# serial_sub8

serial_sub8, nets reached from selected ports:
Scale: 3 px per um.
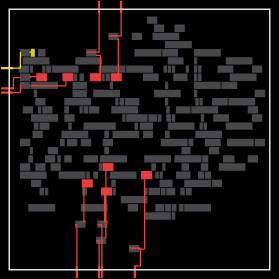

<file path="config.mk">
export PLATFORM = sky130hd
export DESIGN_NAME = serial_sub8
export DESIGN_NICKNAME = d
export VERILOG_FILES = /design/src/rtl/serial_sub8_pkg.sv /design/src/rtl/serial_sub8_full_subtractor.sv /design/src/rtl/serial_sub8.sv
export SDC_FILE = /design/constraint.sdc
export NUM_CORES = 1
export LEC_CHECK = 0
export ABC_CLOCK_PERIOD_IN_PS = 3070
export CAP_MARGIN = 20
export CORE_UTILIZATION = 25
export CTS_BUF_LIST = sky130_fd_sc_hd__clkbuf_8
export DETAILED_ROUTE_END_ITERATION = 7
export GPL_ROUTABILITY_DRIVEN = 1
export PLACE_DENSITY = 0.47
export SYNTH_ARGS = -nofsm -noshare
export SYNTH_HDL_FRONTEND = slang
export SYNTH_SLANG_ARGS = --single-unit
</file>
<file path="constraint.sdc">
create_clock -name clk -period 3.07 [get_ports clk]
set_clock_uncertainty 0.2 [all_clocks]
set_input_delay 0.307 -clock clk [delete_from_list [all_inputs] [get_ports clk]]
set_output_delay 0.307 -clock clk [all_outputs]
set_load 0.02 [all_outputs]
</file>
<file path="src/rtl/serial_sub8_pkg.sv">
// Shared arithmetic definitions for the bit-serial subtractor.
//   state_t   : sequencer states (IDLE, RUN, DONE)
//   SUB_WIDTH : default operand/result width
package serial_sub8_pkg;

    typedef enum logic [1:0] {
        IDLE = 2'd0,
        RUN  = 2'd1,
        DONE = 2'd2
    } state_t;

    localparam int SUB_WIDTH = 8;

endpackage

</file>
<file path="src/rtl/serial_sub8_full_subtractor.sv">
// One-bit full subtractor cell, mirror of the full-adder cell.
//   a, b   : minuend / subtrahend bits
//   b_in   : borrow in
//   d      : difference bit, a ^ b ^ b_in
//   b_out  : borrow out, set when a < b + b_in
module full_subtractor (
    input  logic a,
    input  logic b,
    input  logic b_in,
    output logic d,
    output logic b_out
);

    assign d     = a ^ b ^ b_in;
    assign b_out = (~a & b) | (~(a ^ b) & b_in);

endmodule

</file>
<file path="src/rtl/serial_sub8.sv">
// Bit-serial LSB-first subtractor: d = a - b - b_in over WIDTH cycles.
//   clk, rst : rising-edge clock, asynchronous active-high reset
//   start    : request, accepted only while busy = 0
//   a, b     : operands, captured on the accepting edge
//   b_in     : borrow in, captured on the accepting edge
//   busy     : serial computation in progress
//   valid    : d / b_out / v_out hold a completed result
//   d        : difference modulo 2^WIDTH
//   b_out    : unsigned borrow out
//   v_out    : signed two's-complement overflow
module serial_sub8
    import serial_sub8_pkg::*;
#(
    parameter int WIDTH = SUB_WIDTH
) (
    input  logic             clk,
    input  logic             rst,
    input  logic             start,
    input  logic [WIDTH-1:0] a,
    input  logic [WIDTH-1:0] b,
    input  logic             b_in,
    output logic             busy,
    output logic             valid,
    output logic [WIDTH-1:0] d,
    output logic             b_out,
    output logic             v_out
);

    localparam int CNT_W = $clog2(WIDTH) + 1;

    state_t             state_q;
    state_t             state_d;
    logic [WIDTH-1:0]   a_sr;
    logic [WIDTH-1:0]   b_sr;
    logic [WIDTH-1:0]   res_sr;
    logic               br;
    logic [CNT_W-1:0]   cnt;
    logic               accept;
    logic               last_bit;
    logic               diff_bit;
    logic               br_next;

    // Only the latched operand copies are used, so inputs may change while busy.
    assign accept   = (state_q != RUN) && start;
    assign last_bit = (state_q == RUN) && (cnt == CNT_W'(WIDTH - 1));

    full_subtractor u_fs (
        .a     (a_sr[0]),
        .b     (b_sr[0]),
        .b_in  (br),
        .d     (diff_bit),
        .b_out (br_next)
    );

    // NOTE: every variable assigned in always_comb gets a default first so no latch is inferred.
    always_comb begin
        state_d = state_q;
        case (state_q)
            IDLE, DONE: if (start)    state_d = RUN;
            RUN:        if (last_bit) state_d = DONE;
            default:                  state_d = IDLE;
        endcase
    end

    assign busy  = (state_q == RUN);
    assign valid = (state_q == DONE);

    // NOTE: sequential state uses non-blocking assignments so every flop samples pre-edge values.
    always_ff @(posedge clk or posedge rst) begin
        if (rst) begin
            state_q <= IDLE;
        end else begin
            state_q <= state_d;
        end
    end

    // NOTE: the shift registers are reset too; they are small and it keeps d free of stale data.
    always_ff @(posedge clk or posedge rst) begin
        if (rst) begin
            a_sr   <= '0;
            b_sr   <= '0;
            res_sr <= '0;
            br     <= 1'b0;
            cnt    <= '0;
            d      <= '0;
            b_out  <= 1'b0;
            v_out  <= 1'b0;
        end else if (accept) begin
            a_sr <= a;
            b_sr <= b;
            br   <= b_in;
            cnt  <= '0;
        end else if (state_q == RUN) begin
            a_sr   <= a_sr >> 1;
            b_sr   <= b_sr >> 1;
            res_sr <= {diff_bit, res_sr[WIDTH-1:1]};
            br     <= br_next;
            cnt    <= cnt + CNT_W'(1);
            if (last_bit) begin
                // On the last step a_sr[0]/b_sr[0] are the latched operand MSBs
                // and diff_bit is the result MSB.
                d     <= {diff_bit, res_sr[WIDTH-1:1]};
                b_out <= br_next;
                v_out <= (a_sr[0] ^ b_sr[0]) & (diff_bit ^ a_sr[0]);
            end
        end
    end

endmodule

</file>
# driver_cmd_issuer_flat

`src/rtl/driver_cmd_pkg.sv`:
```
// Shared encodings for the driver command issuer: opcodes, FSM states, CFG bit map.
package driver_cmd_pkg;

    typedef enum logic [1:0] {
        OP_MEM_WR = 2'd0,
        OP_DOT_WR = 2'd1,
        OP_SEL_WR = 2'd2,
        OP_CFG    = 2'd3
    } op_e;

    typedef enum logic [1:0] {
        ST_IDLE   = 2'd0,
        ST_SETUP  = 2'd1,
        ST_STROBE = 2'd2,
        ST_HOLD   = 2'd3
    } state_e;

    // CFG command: cmd_data[5:3] mask, [2] row/col, [1] inverter, [0] output active
    localparam int CFG_ACTIVE_BIT = 0;
    localparam int CFG_INV_BIT    = 1;
    localparam int CFG_RC_BIT     = 2;
    localparam int CFG_MASK_LSB   = 3;
    localparam int CFG_MASK_W     = 3;

    function automatic int max3(input int a, input int b, input int c);
        int m;
        m = (a > b) ? a : b;
        return (m > c) ? m : c;
    endfunction

endpackage

```
`src/rtl/driver_cmd_issuer_if.sv`:
```
// Host command handshake bundle (valid/ready plus command fields).
interface driver_cmd_issuer_if #(
    parameter int MAL = 6
);
    logic           cmd_valid;
    logic           cmd_ready;
    logic [1:0]     cmd_op;
    logic [MAL-1:0] cmd_addr;
    logic [MAL-1:0] cmd_row;
    logic [MAL-1:0] cmd_col;
    logic [15:0]    cmd_data;

    modport master (
        output cmd_valid, cmd_op, cmd_addr, cmd_row, cmd_col, cmd_data,
        input  cmd_ready
    );

    modport slave (
        input  cmd_valid, cmd_op, cmd_addr, cmd_row, cmd_col, cmd_data,
        output cmd_ready
    );
endinterface

```
`src/rtl/driver_cmd_fifo.sv`:
```
// Generic synchronous FIFO; DEPTH must be a power of two so the pointers wrap naturally.
module driver_cmd_fifo #(
    parameter int WIDTH = 8,
    parameter int DEPTH = 4,
    parameter int LW    = $clog2(DEPTH + 1)
) (
    input  logic             clk,
    input  logic             rst_n,
    input  logic             i_push,
    input  logic [WIDTH-1:0] i_din,
    input  logic             i_pop,
    output logic [WIDTH-1:0] o_dout,
    output logic             o_full,
    output logic             o_empty,
    output logic [LW-1:0]    o_level
);
    localparam int PW = (DEPTH > 1) ? $clog2(DEPTH) : 1;

    logic [DEPTH-1:0][WIDTH-1:0] r_mem;
    logic [PW-1:0]               r_wr_ptr;
    logic [PW-1:0]               r_rd_ptr;
    logic [LW-1:0]               r_level;
    logic                        w_push;
    logic                        w_pop;

    assign o_full  = (r_level == LW'(DEPTH));
    assign o_empty = (r_level == '0);
    assign o_level = r_level;
    assign o_dout  = r_mem[r_rd_ptr];
    assign w_push  = i_push && !o_full;
    assign w_pop   = i_pop && !o_empty;

    always_ff @(posedge clk) begin
        if (w_push) r_mem[r_wr_ptr] <= i_din;
    end

    always_ff @(posedge clk or negedge rst_n) begin
        if (!rst_n) begin
            r_wr_ptr <= '0;
            r_rd_ptr <= '0;
            r_level  <= '0;
        end else begin
            if (w_push) r_wr_ptr <= r_wr_ptr + PW'(1);
            if (w_pop)  r_rd_ptr <= r_rd_ptr + PW'(1);
            r_level <= r_level + LW'(w_push) - LW'(w_pop);
        end
    end
endmodule

```
`src/rtl/driver_cmd_issuer.sv`:
```
// Turns valid/ready commands into setup/strobe/hold bus sequences for the driver core.
// Optional DRIVER_CMD_FIFO_EN puts a 4-entry in-order command FIFO in front of the FSM.
module driver_cmd_issuer
    import driver_cmd_pkg::*;
#(
    parameter int MEM_ADDRESS_LENGTH = 6,
    parameter int SETUP_CYC          = 3,
    parameter int STROBE_CYC         = 4,
    parameter int HOLD_CYC           = 3
) (
    input  logic                          clock,
    input  logic                          reset_n,
    driver_cmd_issuer_if.slave            cmd,
    output logic                          busy,
    output logic [MEM_ADDRESS_LENGTH-1:0] mem_address_a,
    output logic [MEM_ADDRESS_LENGTH-1:0] mem_sel_col_address_a,
    output logic [MEM_ADDRESS_LENGTH-1:0] row_select_a,
    output logic [MEM_ADDRESS_LENGTH-1:0] col_select_a,
    output logic [15:0]                   data_in_a,
    output logic                          mem_write_n_a,
    output logic                          mem_dot_write_n_a,
    output logic                          mem_sel_write_n_a,
    output logic [2:0]                    mask_select_a,
    output logic                          row_col_select_a,
    output logic                          inverter_select_a,
`ifdef DRIVER_CMD_FIFO_EN
    output logic [2:0]                    cmd_fifo_level,
`endif
    output logic                          output_active_a
);
    localparam int MAL   = MEM_ADDRESS_LENGTH;
    localparam int CMD_W = 2 + 3 * MAL + 16;
    localparam int CNT_W = $clog2(max3(SETUP_CYC, STROBE_CYC, HOLD_CYC) + 1);
    localparam logic [CNT_W-1:0] SETUP_LD  = CNT_W'(SETUP_CYC - 1);
    localparam logic [CNT_W-1:0] STROBE_LD = CNT_W'(STROBE_CYC - 1);
    localparam logic [CNT_W-1:0] HOLD_LD   = CNT_W'(HOLD_CYC - 1);

    if (SETUP_CYC < 1 || STROBE_CYC < 1 || HOLD_CYC < 1) begin : g_bad_param
        $error("driver_cmd_issuer: SETUP_CYC, STROBE_CYC and HOLD_CYC must all be >= 1");
    end

    state_e           r_state, w_state_nxt;
    logic [CNT_W-1:0] r_cnt, w_cnt_nxt;
    op_e              r_op;
    logic             w_take;
    logic [CMD_W-1:0] w_in_cmd;
    logic [CMD_W-1:0] w_cmd;
    op_e              w_op;
    logic [MAL-1:0]   w_addr, w_row, w_col;
    logic [15:0]      w_data;

    assign w_in_cmd = {cmd.cmd_op, cmd.cmd_addr, cmd.cmd_row, cmd.cmd_col, cmd.cmd_data};
    assign {w_op, w_addr, w_row, w_col, w_data} = w_cmd;

`ifdef DRIVER_CMD_FIFO_EN
    logic             w_fifo_full;
    logic             w_fifo_empty;
    logic [CMD_W-1:0] w_fifo_dout;

    driver_cmd_fifo #(
        .WIDTH (CMD_W),
        .DEPTH (4)
    ) u_fifo (
        .clk     (clock),
        .rst_n   (reset_n),
        .i_push  (cmd.cmd_valid),
        .i_din   (w_in_cmd),
        .i_pop   (w_take),
        .o_dout  (w_fifo_dout),
        .o_full  (w_fifo_full),
        .o_empty (w_fifo_empty),
        .o_level (cmd_fifo_level)
    );

    // CFG goes through the FIFO too, so it can never overtake a queued write.
    assign cmd.cmd_ready = !w_fifo_full;
    assign w_take        = (r_state == ST_IDLE) && !w_fifo_empty;
    assign w_cmd         = w_fifo_dout;
`else
    assign cmd.cmd_ready = (r_state == ST_IDLE);
    assign w_take        = cmd.cmd_valid && (r_state == ST_IDLE);
    assign w_cmd         = w_in_cmd;
`endif

    assign busy = (r_state != ST_IDLE);

    always_ff @(posedge clock or negedge reset_n) begin
        if (!reset_n) begin
            r_state <= ST_IDLE;
            r_cnt   <= '0;
            r_op    <= OP_MEM_WR;
        end else begin
            r_state <= w_state_nxt;
            r_cnt   <= w_cnt_nxt;
            if (w_take && w_op != OP_CFG) r_op <= w_op;
        end
    end

    always_comb begin
        w_state_nxt = r_state;
        w_cnt_nxt   = (r_cnt != '0) ? r_cnt - CNT_W'(1) : r_cnt;
        case (r_state)
            ST_IDLE: begin
                if (w_take && w_op != OP_CFG) begin
                    w_state_nxt = ST_SETUP;
                    w_cnt_nxt   = SETUP_LD;
                end
            end
            ST_SETUP: begin
                if (r_cnt == '0) begin
                    w_state_nxt = ST_STROBE;
                    w_cnt_nxt   = STROBE_LD;
                end
            end
            ST_STROBE: begin
                if (r_cnt == '0) begin
                    w_state_nxt = ST_HOLD;
                    w_cnt_nxt   = HOLD_LD;
                end
            end
            default: begin
                if (r_cnt == '0) w_state_nxt = ST_IDLE;
            end
        endcase
    end

    // Strobes are registered from the next state so they align exactly with STROBE.
    always_ff @(posedge clock or negedge reset_n) begin
        if (!reset_n) begin
            mem_write_n_a         <= 1'b1;
            mem_dot_write_n_a     <= 1'b1;
            mem_sel_write_n_a     <= 1'b1;
            mem_address_a         <= '0;
            mem_sel_col_address_a <= '0;
            row_select_a          <= '0;
            col_select_a          <= '0;
            data_in_a             <= '0;
            mask_select_a         <= '0;
            row_col_select_a      <= 1'b0;
            inverter_select_a     <= 1'b0;
            output_active_a       <= 1'b0;
        end else begin
            mem_write_n_a     <= !(w_state_nxt == ST_STROBE && r_op == OP_MEM_WR);
            mem_dot_write_n_a <= !(w_state_nxt == ST_STROBE && r_op == OP_DOT_WR);
            mem_sel_write_n_a <= !(w_state_nxt == ST_STROBE && r_op == OP_SEL_WR);
            if (w_take) begin
                case (w_op)
                    OP_MEM_WR: begin
                        mem_address_a <= w_addr;
                        data_in_a     <= w_data;
                    end
                    OP_DOT_WR: begin
                        row_select_a <= w_row;
                        col_select_a <= w_col;
                    end
                    OP_SEL_WR: begin
                        mem_sel_col_address_a <= w_addr;
                        data_in_a             <= w_data;
                    end
                    default: begin
                        mask_select_a     <= w_data[CFG_MASK_LSB +: CFG_MASK_W];
                        row_col_select_a  <= w_data[CFG_RC_BIT];
                        inverter_select_a <= w_data[CFG_INV_BIT];
                        output_active_a   <= w_data[CFG_ACTIVE_BIT];
                    end
                endcase
            end
        end
    end
endmodule
```
`src/flat_wrapper.sv`:
```
// flat-port wrapper written by rule: the top's interface ports become plain ports
module driver_cmd_issuer_flat import driver_cmd_pkg::*;
#(
    parameter int MEM_ADDRESS_LENGTH = 6,
    parameter int SETUP_CYC          = 3,
    parameter int STROBE_CYC         = 4,
    parameter int HOLD_CYC           = 3
)
  (clock, reset_n, busy, mem_address_a, mem_sel_col_address_a, row_select_a, col_select_a, data_in_a, mem_write_n_a, mem_dot_write_n_a, mem_sel_write_n_a, mask_select_a, row_col_select_a, inverter_select_a, output_active_a, cmd_cmd_valid, cmd_cmd_op, cmd_cmd_addr, cmd_cmd_row, cmd_cmd_col, cmd_cmd_data, cmd_cmd_ready);
  driver_cmd_issuer_if cmd_i ();
  input  logic clock;
  input  logic reset_n;
  output logic busy;
  output logic [MEM_ADDRESS_LENGTH-1:0] mem_address_a;
  output logic [MEM_ADDRESS_LENGTH-1:0] mem_sel_col_address_a;
  output logic [MEM_ADDRESS_LENGTH-1:0] row_select_a;
  output logic [MEM_ADDRESS_LENGTH-1:0] col_select_a;
  output logic [15:0] data_in_a;
  output logic mem_write_n_a;
  output logic mem_dot_write_n_a;
  output logic mem_sel_write_n_a;
  output logic [2:0] mask_select_a;
  output logic row_col_select_a;
  output logic inverter_select_a;
  output logic output_active_a;
  input wire logic [$bits(cmd_i.cmd_valid)-1:0] cmd_cmd_valid;
  input wire logic [$bits(cmd_i.cmd_op)-1:0] cmd_cmd_op;
  input wire logic [$bits(cmd_i.cmd_addr)-1:0] cmd_cmd_addr;
  input wire logic [$bits(cmd_i.cmd_row)-1:0] cmd_cmd_row;
  input wire logic [$bits(cmd_i.cmd_col)-1:0] cmd_cmd_col;
  input wire logic [$bits(cmd_i.cmd_data)-1:0] cmd_cmd_data;
  output wire logic [$bits(cmd_i.cmd_ready)-1:0] cmd_cmd_ready;
  assign cmd_i.cmd_valid = cmd_cmd_valid;
  assign cmd_i.cmd_op = cmd_cmd_op;
  assign cmd_i.cmd_addr = cmd_cmd_addr;
  assign cmd_i.cmd_row = cmd_cmd_row;
  assign cmd_i.cmd_col = cmd_cmd_col;
  assign cmd_i.cmd_data = cmd_cmd_data;
  assign cmd_cmd_ready = cmd_i.cmd_ready;
  driver_cmd_issuer #(.MEM_ADDRESS_LENGTH(MEM_ADDRESS_LENGTH), .SETUP_CYC(SETUP_CYC), .STROBE_CYC(STROBE_CYC), .HOLD_CYC(HOLD_CYC)) u_core (.clock(clock), .reset_n(reset_n), .cmd(cmd_i), .busy(busy), .mem_address_a(mem_address_a), .mem_sel_col_address_a(mem_sel_col_address_a), .row_select_a(row_select_a), .col_select_a(col_select_a), .data_in_a(data_in_a), .mem_write_n_a(mem_write_n_a), .mem_dot_write_n_a(mem_dot_write_n_a), .mem_sel_write_n_a(mem_sel_write_n_a), .mask_select_a(mask_select_a), .row_col_select_a(row_col_select_a), .inverter_select_a(inverter_select_a), .output_active_a(output_active_a));
endmodule
```
`config.mk`:
```
export PLATFORM = sky130hd
export DESIGN_NAME = driver_cmd_issuer_flat
export DESIGN_NICKNAME = d
export VERILOG_FILES = /design/src/rtl/driver_cmd_pkg.sv /design/src/rtl/driver_cmd_issuer_if.sv /design/src/rtl/driver_cmd_fifo.sv /design/src/rtl/driver_cmd_issuer.sv /design/src/flat_wrapper.sv
export SDC_FILE = /design/constraint.sdc
export NUM_CORES = 1
export LEC_CHECK = 0
export CAP_MARGIN = 20
export CORE_ASPECT_RATIO = 1.4
export CORE_MARGIN = 1
export CORE_UTILIZATION = 39
export DETAILED_ROUTE_END_ITERATION = 6
export GPL_TIMING_DRIVEN = 0
export PLACE_DENSITY = 0.82
export RECOVER_POWER = 25
export SLEW_MARGIN = 10
export SYNTH_ARGS = -nofsm -noshare
export SYNTH_HDL_FRONTEND = slang
export SYNTH_HIERARCHICAL = 1
export SYNTH_SLANG_ARGS = --single-unit
```
`constraint.sdc`:
```
create_clock -name clock -period 1.7 [get_ports clock]
set_input_delay 0.425 -clock clock [delete_from_list [all_inputs] [get_ports clock]]
set_output_delay 0.425 -clock clock [all_outputs]
set_load 0.01 [all_outputs]
```
# alu_arbiter

`config.mk`:
```
export PLATFORM = sky130hd
export DESIGN_NAME = alu_arbiter
export DESIGN_NICKNAME = d
export VERILOG_FILES = /design/src/rtl/alu_arbiter.sv
export SDC_FILE = /design/constraint.sdc
export NUM_CORES = 1
export LEC_CHECK = 0
export ABC_AREA = 1
export CORE_ASPECT_RATIO = 0.75
export CORE_MARGIN = 2
export CORE_UTILIZATION = 38
export CTS_BUF_LIST = sky130_fd_sc_hd__clkbuf_8
export CTS_CLUSTER_DIAMETER = 150
export DETAILED_ROUTE_END_ITERATION = 6
export SYNTH_ARGS = -nofsm -noshare
export SYNTH_HDL_FRONTEND = slang
export SYNTH_HIERARCHICAL = 1
export SYNTH_SLANG_ARGS = --single-unit
```
`constraint.sdc`:
```
create_clock -name clock -period 4.83 [get_ports clock]
set_input_delay 1.449 -clock clock [delete_from_list [all_inputs] [get_ports clock]]
set_output_delay 1.449 -clock clock [all_outputs]
set_load 0.01 [all_outputs]
```
`src/rtl/alu_arbiter.sv`:
```
// Two-requester round-robin front end sharing one combinational ALU, with a
// single registered response slot that supports one op per cycle.

module alu (
    input  logic [4:0]  opcode,
    input  logic [4:0]  shamt,
    input  logic [31:0] a,
    input  logic [31:0] b,
    output logic [31:0] result,
    output logic        ne,
    output logic        lt,
    output logic        ovf,
    output logic        err
);
    logic [31:0] sum;
    logic [31:0] diff;

    assign sum  = a + b;
    assign diff = a - b;

    always_comb begin
        result = 32'd0;
        ne     = 1'b0;
        lt     = 1'b0;
        ovf    = 1'b0;
        err    = 1'b0;
        case (opcode)
            5'b00000: begin
                result = sum;
                ovf    = (a[31] == b[31]) && (sum[31] != a[31]);
            end
            5'b00001: begin
                result = diff;
                ovf    = (a[31] != b[31]) && (diff[31] != a[31]);
                ne     = (a != b);
                // Sign of the difference is inverted when the subtract overflows
                lt     = diff[31] ^ ovf;
            end
            5'b00010: result = a & b;
            5'b00011: result = a | b;
            5'b00100: result = a << shamt;
            5'b00101: result = $unsigned($signed(a) >>> shamt);
            default:  err = 1'b1;
        endcase
    end
endmodule

module alu_arbiter (
    input  logic        clock,
    input  logic        reset_n,
    input  logic        req0_valid,
    output logic        req0_ready,
    input  logic [4:0]  req0_opcode,
    input  logic [4:0]  req0_shamt,
    input  logic [31:0] req0_a,
    input  logic [31:0] req0_b,
    input  logic        req1_valid,
    output logic        req1_ready,
    input  logic [4:0]  req1_opcode,
    input  logic [4:0]  req1_shamt,
    input  logic [31:0] req1_a,
    input  logic [31:0] req1_b,
    output logic        rsp_valid,
    input  logic        rsp_ready,
    output logic        rsp_id,
    output logic [31:0] rsp_result,
    output logic        rsp_ne,
    output logic        rsp_lt,
    output logic        rsp_ovf,
    output logic        rsp_err
);
    logic        rsp_valid_q, rsp_valid_d;
    logic        rsp_id_q, rsp_id_d;
    logic [31:0] rsp_result_q, rsp_result_d;
    logic        rsp_ne_q, rsp_ne_d;
    logic        rsp_lt_q, rsp_lt_d;
    logic        rsp_ovf_q, rsp_ovf_d;
    logic        rsp_err_q, rsp_err_d;
    logic        ptr_q, ptr_d;

    logic        slot_free;
    logic        grant0, grant1;
    logic        xfer;
    logic [4:0]  alu_opcode, alu_shamt;
    logic [31:0] alu_a, alu_b, alu_result;
    logic        alu_ne, alu_lt, alu_ovf, alu_err;

    // ptr_q holds the last granted requester; the other one wins a tie
    assign slot_free  = !rsp_valid_q || rsp_ready;
    assign grant0     = req0_valid && (!req1_valid || ptr_q);
    assign grant1     = req1_valid && (!req0_valid || !ptr_q);
    assign req0_ready = grant0 && slot_free && reset_n;
    assign req1_ready = grant1 && slot_free && reset_n;
    assign xfer       = (req0_valid && req0_ready) || (req1_valid && req1_ready);

    assign alu_opcode = grant1 ? req1_opcode : req0_opcode;
    assign alu_shamt  = grant1 ? req1_shamt  : req0_shamt;
    assign alu_a      = grant1 ? req1_a      : req0_a;
    assign alu_b      = grant1 ? req1_b      : req0_b;

    alu u_alu (
        .opcode (alu_opcode),
        .shamt  (alu_shamt),
        .a      (alu_a),
        .b      (alu_b),
        .result (alu_result),
        .ne     (alu_ne),
        .lt     (alu_lt),
        .ovf    (alu_ovf),
        .err    (alu_err)
    );

    always_comb begin
        rsp_valid_d  = rsp_valid_q;
        rsp_id_d     = rsp_id_q;
        rsp_result_d = rsp_result_q;
        rsp_ne_d     = rsp_ne_q;
        rsp_lt_d     = rsp_lt_q;
        rsp_ovf_d    = rsp_ovf_q;
        rsp_err_d    = rsp_err_q;
        ptr_d        = ptr_q;
        if (xfer) begin
            rsp_valid_d  = 1'b1;
            rsp_id_d     = grant1;
            rsp_result_d = alu_result;
            rsp_ne_d     = alu_ne;
            rsp_lt_d     = alu_lt;
            rsp_ovf_d    = alu_ovf;
            rsp_err_d    = alu_err;
            ptr_d        = grant1;
        end else if (rsp_ready) begin
            rsp_valid_d = 1'b0;
        end
    end

    always_ff @(posedge clock or negedge reset_n) begin
        if (!reset_n) begin
            rsp_valid_q  <= 1'b0;
            rsp_id_q     <= 1'b0;
            rsp_result_q <= 32'd0;
            rsp_ne_q     <= 1'b0;
            rsp_lt_q     <= 1'b0;
            rsp_ovf_q    <= 1'b0;
            rsp_err_q    <= 1'b0;
            ptr_q        <= 1'b1;
        end else begin
            rsp_valid_q  <= rsp_valid_d;
            rsp_id_q     <= rsp_id_d;
            rsp_result_q <= rsp_result_d;
            rsp_ne_q     <= rsp_ne_d;
            rsp_lt_q     <= rsp_lt_d;
            rsp_ovf_q    <= rsp_ovf_d;
            rsp_err_q    <= rsp_err_d;
            ptr_q        <= ptr_d;
        end
    end

    assign rsp_valid  = rsp_valid_q;
    assign rsp_id     = rsp_id_q;
    assign rsp_result = rsp_result_q;
    assign rsp_ne     = rsp_ne_q;
    assign rsp_lt     = rsp_lt_q;
    assign rsp_ovf    = rsp_ovf_q;
    assign rsp_err    = rsp_err_q;
endmodule

```
# imem_loader

--- config.mk ---
export PLATFORM = sky130hd
export DESIGN_NAME = imem_loader
export DESIGN_NICKNAME = d
export VERILOG_FILES = /design/src/rtl/cpu_pkg.sv /design/src/rtl/loader_flush_timer.sv /design/src/rtl/imem_loader.sv
export SDC_FILE = /design/constraint.sdc
export NUM_CORES = 1
export LEC_CHECK = 0
export CAP_MARGIN = 25
export CORE_UTILIZATION = 40
export CTS_BUF_LIST = sky130_fd_sc_hd__clkbuf_8
export DETAILED_ROUTE_END_ITERATION = 8
export GPL_TIMING_DRIVEN = 0
export PLACE_DENSITY = 0.78
export SLEW_MARGIN = 20
export SYNTH_ARGS = -nofsm -noshare
export SYNTH_HDL_FRONTEND = slang
export SYNTH_SLANG_ARGS = --single-unit
--- constraint.sdc ---
create_clock -name clk -period 3.6 [get_ports clk]
set_clock_uncertainty 0.2 [all_clocks]
set_input_delay 0.72 -clock clk [delete_from_list [all_inputs] [get_ports clk]]
set_output_delay 0.72 -clock clk [all_outputs]
set_load 0.02 [all_outputs]
--- src/rtl/cpu_pkg.sv ---
// Shared CPU types and constants used by the instruction-memory loader
// and other pipeline control blocks.
package cpu_pkg;

    typedef enum logic [1:0] {
        IDLE  = 2'd0,
        LOAD  = 2'd1,
        FLUSH = 2'd2,
        RUN   = 2'd3
    } loader_state_t;

    localparam int WORD_BYTES  = 4;
    localparam int PIPE_STAGES = 5;

endpackage

--- src/rtl/loader_flush_timer.sv ---
// Loadable down-counter with a zero flag; parks at zero until reloaded.
module loader_flush_timer #(
    parameter int WIDTH = 4
) (
    input  logic             clk,
    input  logic             rst,
    input  logic             i_load,
    input  logic [WIDTH-1:0] i_load_value,
    input  logic             i_enable,
    output logic [WIDTH-1:0] o_count,
    output logic             o_zero
);

    logic [WIDTH-1:0] r_count;

    always_ff @(posedge clk) begin
        if (rst) begin
            r_count <= '0;
        end else if (i_load) begin
            r_count <= i_load_value;
        end else if (i_enable && (r_count != '0)) begin
            r_count <= r_count - 1'b1;
        end
    end

    assign o_count = r_count;
    assign o_zero  = (r_count == '0);

endmodule

--- src/rtl/imem_loader.sv ---
// Streams instruction words into instruction memory while holding the CPU,
// then flushes the pipeline and releases it from BASE_ADDR.
module imem_loader
    import cpu_pkg::*;
#(
    parameter int          DEPTH        = 64,
    parameter logic [31:0] BASE_ADDR    = 32'h0000_0000,
    parameter int          FLUSH_CYCLES = PIPE_STAGES
) (
    input  logic                     clk,
    input  logic                     rst,
    input  logic                     start,
    input  logic                     s_valid,
    output logic                     s_ready,
    input  logic [31:0]              s_data,
    input  logic                     s_last,
    output logic                     imem_we,
    output logic [31:0]              imem_addr,
    output logic [31:0]              imem_wdata,
    output logic                     cpu_hold,
    output logic                     pc_reset,
    output logic                     busy,
    output logic                     done,
    output logic [$clog2(DEPTH):0]   word_count,
    output logic                     err_overflow
);

    localparam int WC_W    = $clog2(DEPTH) + 1;
    localparam int TIMER_W = $clog2(FLUSH_CYCLES) + 1;

    loader_state_t r_state;
    loader_state_t w_next_state;

    logic            r_imem_we;
    logic [31:0]     r_imem_addr;
    logic [31:0]     r_imem_wdata;
    logic [WC_W-1:0] r_word_count;
    logic            r_err_overflow;
    logic            r_done;

    logic            w_beat;
    logic [WC_W-1:0] w_wc_next;
    logic            w_full;
    logic            w_end_load;
    logic            w_start_load;
    logic            w_timer_zero;
    logic [TIMER_W-1:0] w_timer_count;

    assign w_beat       = s_valid && (r_state == LOAD);
    assign w_wc_next    = r_word_count + 1'b1;
    assign w_full       = (w_wc_next == WC_W'(DEPTH));
    assign w_end_load   = w_beat && (s_last || w_full);
    assign w_start_load = start && ((r_state == IDLE) || (r_state == RUN));

    // Timer is armed on the closing beat so FLUSH lasts exactly FLUSH_CYCLES.
    loader_flush_timer #(
        .WIDTH(TIMER_W)
    ) u_flush_timer (
        .clk         (clk),
        .rst         (rst),
        .i_load      (w_end_load),
        .i_load_value(TIMER_W'(FLUSH_CYCLES - 1)),
        .i_enable    (r_state == FLUSH),
        .o_count     (w_timer_count),
        .o_zero      (w_timer_zero)
    );

    always_comb begin
        w_next_state = r_state;
        s_ready      = 1'b0;
        cpu_hold     = 1'b1;
        pc_reset     = 1'b0;
        busy         = 1'b0;
        case (r_state)
            IDLE: begin
                pc_reset = 1'b1;
                if (start) w_next_state = LOAD;
            end
            LOAD: begin
                s_ready = 1'b1;
                busy    = 1'b1;
                if (w_end_load) w_next_state = FLUSH;
            end
            FLUSH: begin
                pc_reset = 1'b1;
                busy     = 1'b1;
                if (w_timer_zero) w_next_state = RUN;
            end
            RUN: begin
                cpu_hold = 1'b0;
                if (start) w_next_state = LOAD;
            end
            default: w_next_state = IDLE;
        endcase
    end

    always_ff @(posedge clk) begin
        if (rst) begin
            r_state        <= IDLE;
            r_imem_we      <= 1'b0;
            r_imem_addr    <= BASE_ADDR;
            r_imem_wdata   <= '0;
            r_word_count   <= '0;
            r_err_overflow <= 1'b0;
            r_done         <= 1'b0;
        end else begin
            r_state   <= w_next_state;
            r_done    <= (r_state == FLUSH) && w_timer_zero;
            r_imem_we <= w_beat;
            if (w_start_load) begin
                r_word_count   <= '0;
                r_err_overflow <= 1'b0;
            end
            // Address uses the pre-increment count, so the first word lands at BASE_ADDR.
            if (w_beat) begin
                r_imem_addr  <= BASE_ADDR + (32'(r_word_count) * 32'(WORD_BYTES));
                r_imem_wdata <= s_data;
                r_word_count <= w_wc_next;
                if (w_full && !s_last) r_err_overflow <= 1'b1;
            end
        end
    end

    assign imem_we      = r_imem_we;
    assign imem_addr    = r_imem_addr;
    assign imem_wdata   = r_imem_wdata;
    assign word_count   = r_word_count;
    assign err_overflow = r_err_overflow;
    assign done         = r_done;

endmodule
imem_loader, cell classes on the final placement:
Scale: 4 px per um.
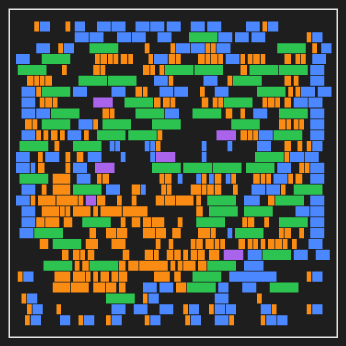
Key: sequential cells = green [cells 55, share of their area 31%]; clock drivers and dummy loads = purple [cells 6, share of their area 2.1%]; remaining buffers and delay cells = blue [cells 133, share of their area 33%]; combinational and other logic = orange [cells 236, share of their area 34%]
Placeable Area: 0.006026 mm2
final non-filler cell area: 0.003677 mm2
std cell rows: 28
Final Core Density: 0.6103

==> flow_summary.ini, imem_loader <==
; synthesis and place-and-route metrics
[route]
wirelength_routed_um = 5765
num_vias = 2344

[power]
total_switching_power_mw = 0.6041

[cells_and_area]
flop_area_mm2 = 0.001101
nonClkBufAreaFrac = 0.3246
seq_area_frac = 0.2994
layout-drive-gt1-share = 0.1023
layout.cells.largest_class = non-clock buffers
mostFrequentLayoutCell = clkdlybuf4s50_1

[global_route]
first_global_vias = 2060
global_route.overflow_total = 0

[logic_synthesis]
synthAdderAreaFrac = 0.03947
ys_seq_elements = 55
ys_chip_area_mm2 = 0.002536
syn_avg_cell_area_um2 = 8.129

[placement]
numPortBuffers = 88

[outcome]
status = finished clean

[sta]
final_critical_period_ns = 2.861
period_used_share = 0.7948

[setup_path]
crit_family = buffers and inverters
regToRegSetupSlack_ns = 1.34
critical-path-max-stage-delay_ns = 0.54
worst-endpoint-arrival_ns = 1.94
r2r-start = r_state[1]

[job]
max_cap_viol_count = 0

[floorplanning]
core_util_floorplan = 0.4209
[imem_loader: per-stage QoR]
stage                     hold slack [ns]  std cells  worst slack, ns
after floorplan                    0.2819        336            1.523
after global placement             0.2408        499           0.9003
after detailed placement           0.2458        499           0.8846
after CTS                          0.2587        505           0.7304
after global routing               0.2781        505           0.6555
final                              0.2571        505           0.7389
[imem_loader: per-layer routing]
layer | track usage | vias to the layer above | share of wire
met3 | 0.05556 | 7 | 0.095
li1 | - | 1211 | -
met2 | 0.2950 | 85 | 0.45
met4 | 0.05614 | 0 | 0.011
met1 | 0.2116 | 1041 | 0.44
met5 | 0 | - | 0
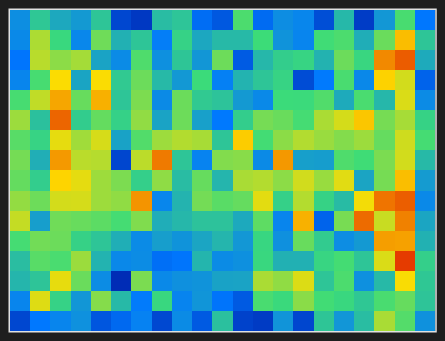
alu_arbiter: local utilization
Scale: 2 px per um. 21 x 16 tiles, from dark blue (low) to red (high), 0 to 100% covered.
The fullest tile reaches 93%. The emptiest ninth of the die: bottom centre. 6.8% of the tiles are over 75% full.
Final Core Density: 0.5221
Placeable Area: 0.03224 mm2
initial cell density of the core: 0.3849

alu_arbiter, cell classes on the final placement:
Scale: 2 px per um.
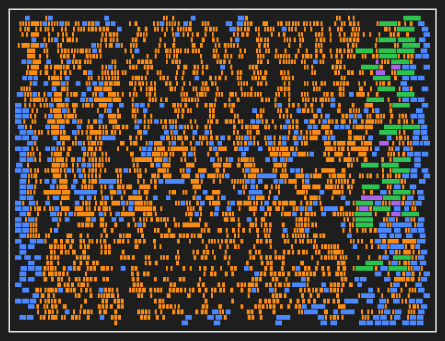
Key: sequential cells = green [cells 39, share of their area 6.0%]; combinational and other logic = orange [cells 2227, share of their area 67%]; clock drivers and dummy loads = purple [cells 8, share of their area 0.72%]; remaining buffers and delay cells = blue [cells 470, share of their area 26%]
std cell rows: 57
final non-filler cell area: 0.01683 mm2
share of the final layout cell area in sequential cells: 0.05806

==> flow_summary.ini, alu_arbiter <==
; synthesis and place-and-route metrics
[outcome]
status = finished clean

[route]
drt-met1-wl_um = 29740
detail_route.iter0.violations = 2502

[cts]
ctsHtreeMaxLevel = 2

[cells_and_area]
mostFrequentLayoutCells = nand2_1, nand3_1, inv_1, buf_4, clkdlybuf4s50_1
mostFrequentLayoutCell = nand2_1
largest_register_ff_count = 32
layout-drive-gt1-share = 0.1407

[logic_synthesis]
synth-xor-area-share = 0.0007059
yosysCellCount = 2385

[sta]
setup_violations = 0
final_hold_viol_count = 0

[setup_path]
setup.worst_path.end_class = register
critPathCapture = rsp_result[31]
crit_top_cell = nand2_1
critical-path-max-stage-delay_ns = 0.45

[floorplanning]
chip_area_mm2 = 0.03413

[power]
power.sequential.total_mw = 0.445

[global_route]
global_route.usage.met2 = 0.5692
grt_pass1_wl_um = 98260
global_route.overflow_total = 0
[alu_arbiter: area by class of cell]
class                   count  area [um2]  area share
multi-input cells        1926        9764      0.5802
clock buffers               6       82.58    0.004907
inverters                 301        1150     0.06832
clock inverters             2       35.03    0.002082
diodes                      1       2.502   0.0001487
well taps                 442       553.0     0.03286
repair buffers            470        4265      0.2534
flip-flops and latches     39       977.2     0.05806
[alu_arbiter: what timing repair did]
action                     4_1_cts  5_1_grt
gates resized                   23       34
setup endpoints to repair        2       15
buffers inserted                 0        5
pin swaps                        0       14
gates cloned                     3        1
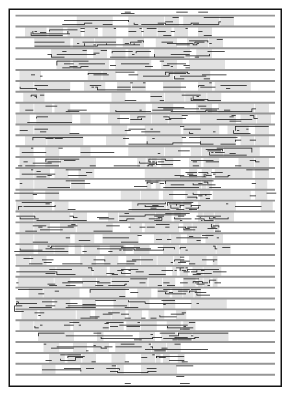
driver_cmd_issuer_flat: met1 routing
Scale: 4 px per um. Supply wires on this layer in grey. Cells faint in the background.
The layer carries 1870 um of wire. The layer holds 38% of the routed length. The longest straight run is 18.4 um. The wires run mostly horizontal. 262 nets have wire on it.
wirelength, routed: 4927 um
met1 Track Usage GR: 0.1945

driver_cmd_issuer_flat, local utilization:
Scale: 4 px per um. 7 x 9 tiles, from dark blue (low) to red (high), 0 to 100% covered.
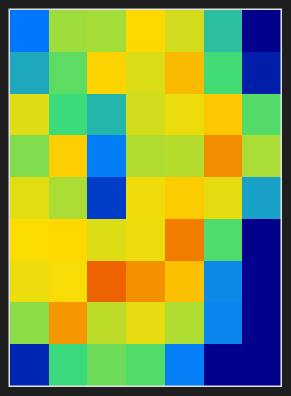
The fullest tile reaches 89%. The mean over all tiles is 54%. 9.5% of the tiles are nearly empty. The emptiest ninth of the die: lower right. 21% of the tiles are over 75% full.
initial cell density of the core: 0.4040
Final Core Density: 0.6063

==> flow_summary.ini, driver_cmd_issuer_flat <==
; synthesis and place-and-route metrics
[outcome]
status = finished clean

[logic_synthesis]
fp_nets = 196
netlist.area_leader.share = 0.5638
ys_warn_count = 6

[power]
power_frac_seq = 0.378
cell_internal_pwr_mw = 4.244

[global_route]
global_route.usage.met2 = 0.3069
met3_capacity_usage_during_global_routing = 0.02913
grt_antenna_before_repair = 0

[sta]
period_used_share = 0.9899
unrepaired_setup_endpoints_after_global_routing = true

[cells_and_area]
num-nonclk-inverters = 4
num_antenna_cells = 0

[floorplanning]
fp-row-count = 33

[setup_path]
r2r-start = u_core/r_state[0]
driver_cmd_issuer_flat: Yosys cell counts (all sizes together):
cell type	instances
a211o	1
a21oi	1
a22oi	1
a31oi	1
and2	1
and4	1
buf	7
dfrtp	53
dfstp	3
ha	4
inv	4
mux2	46
mux2i	2
nand2	6
nand2b	1
nand3	1
nand3b	3
nor2	7
nor2b	3
nor4	1
nor4b	2
o21ai	2
o2bb2ai	1
xnor2	1
driver_cmd_issuer_flat: critical path: cells and delay by family, from the launching register on:
kind	cells	cell delay, ns
buffers and inverters	2	0.28
DFF	1	0.42
muxes	1	0.31
and+or+nand+nor	2	0.57
serial_sub8, met1 routing:
Scale: 6 px per um. Supply wires on this layer in grey. Cells faint in the background.
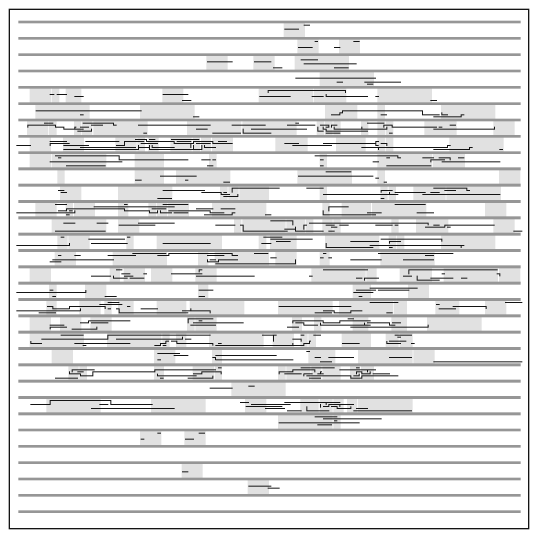
The longest straight run is 19.8 um. The layer holds 49% of the routed length.
met1 Track Usage GR: 0.1291
wirelength, routed: 3338 um
Vias: 1175

## Picture notes: 'nets reached from selected ports' of serial_sub8
Key: b = red [bits 8, direction input, end cells 8, buffers 8, wire 212 um]; rst = yellow [bits 1, direction input, end cells 1, buffers 1, wire 8.90 um]
port buffer count: 31
total I/O pin count: 32

==> flow_summary.ini, serial_sub8 <==
; synthesis and place-and-route metrics
[power]
leakagePower_nw = 1.070
powerClk_mw = 0.470
top_power_group = sequential cells
p_clk_frac = 0.219

[setup_path]
cp_num_cells = 3
reg2reg_depth = 4
critical-path-max-stage-delay_ns = 0.68
worst-endpoint-arrival_ns = 1.86

[floorplanning]
core_area_mm2 = 0.006832

[logic_synthesis]
ff_type = dfrtp_1
synth_dominant_cell_count = dfrtp_1

[sta]
period_used_share = 0.7719
unrepaired_setup_endpoints_after_global_routing = false

[global_route]
grt_pass1_wl_um = 5934
first_global_vias = 1254

[placement]
worst_setup_slack_before_clock_tree_synthesis_ns = 0.9697
postPlaceCellArea_mm2 = 0.002176
gp_congestion = 0.6465

[cells_and_area]
mostFrequentLayoutCell = dfrtp_1
mostFrequentLayoutCells = dfrtp_1, nand2_1, clkdlybuf4s50_1, o21ai_0, mux2i_1

[outcome]
status = finished clean
==> serial_sub8: cell type report <==
class	instances	share of cell area
flip-flops and latches	40	0.4348
multi-input cells	104	0.3060
well taps	96	0.05217
clock buffers	7	0.04185
repair buffers	34	0.1446
inverters	4	0.007609
clock inverters	1	0.01304
==> serial_sub8: metal layers <==
metal	part of all wire	GRT usage
met5	0	0
met4	0	0.02727
met1	0.49	0.1291
met2	0.46	0.1681
met3	0.049	0.03619


==> layout pictures side by side <==
Placement view.
shot_01.png
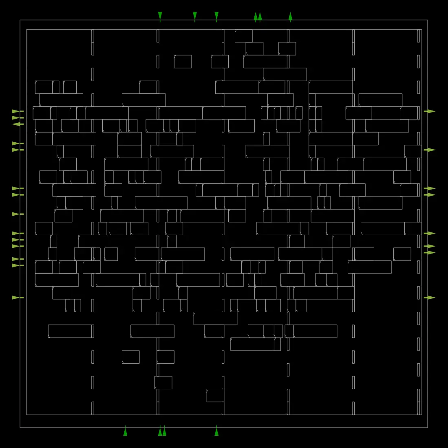
shot_02.png
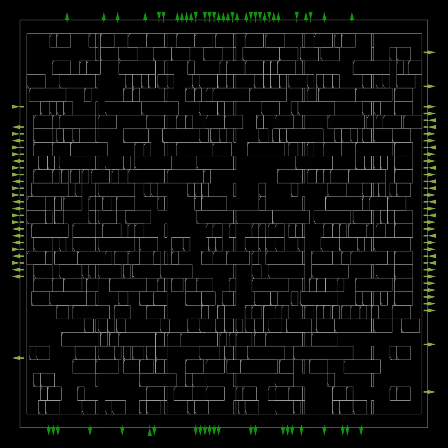
shot_03.png
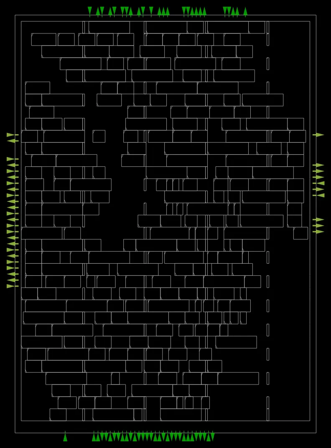
shot_04.png
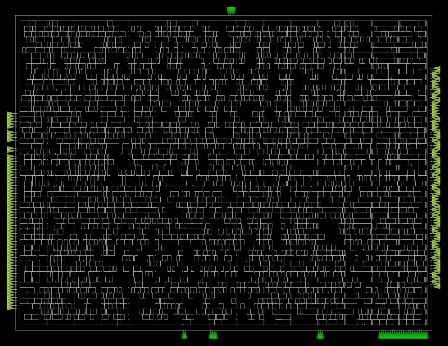
imem_loader: shot_02.png
serial_sub8: shot_01.png
alu_arbiter: shot_04.png
driver_cmd_issuer_flat: shot_03.png


==> gallery <==
Nets reached from selected ports.
image #1
Scale: 1 px per um.
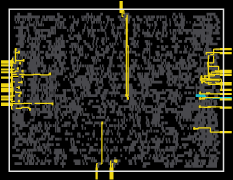
image #2
Scale: 3 px per um.
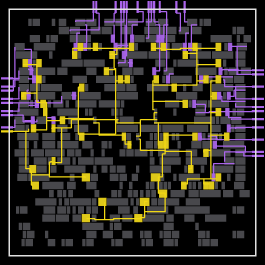
image #3
Scale: 3 px per um.
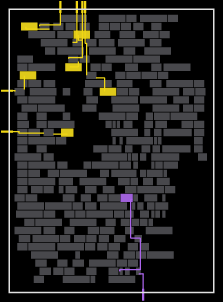
- image #3 = driver_cmd_issuer_flat
- image #1 = alu_arbiter
- image #2 = imem_loader

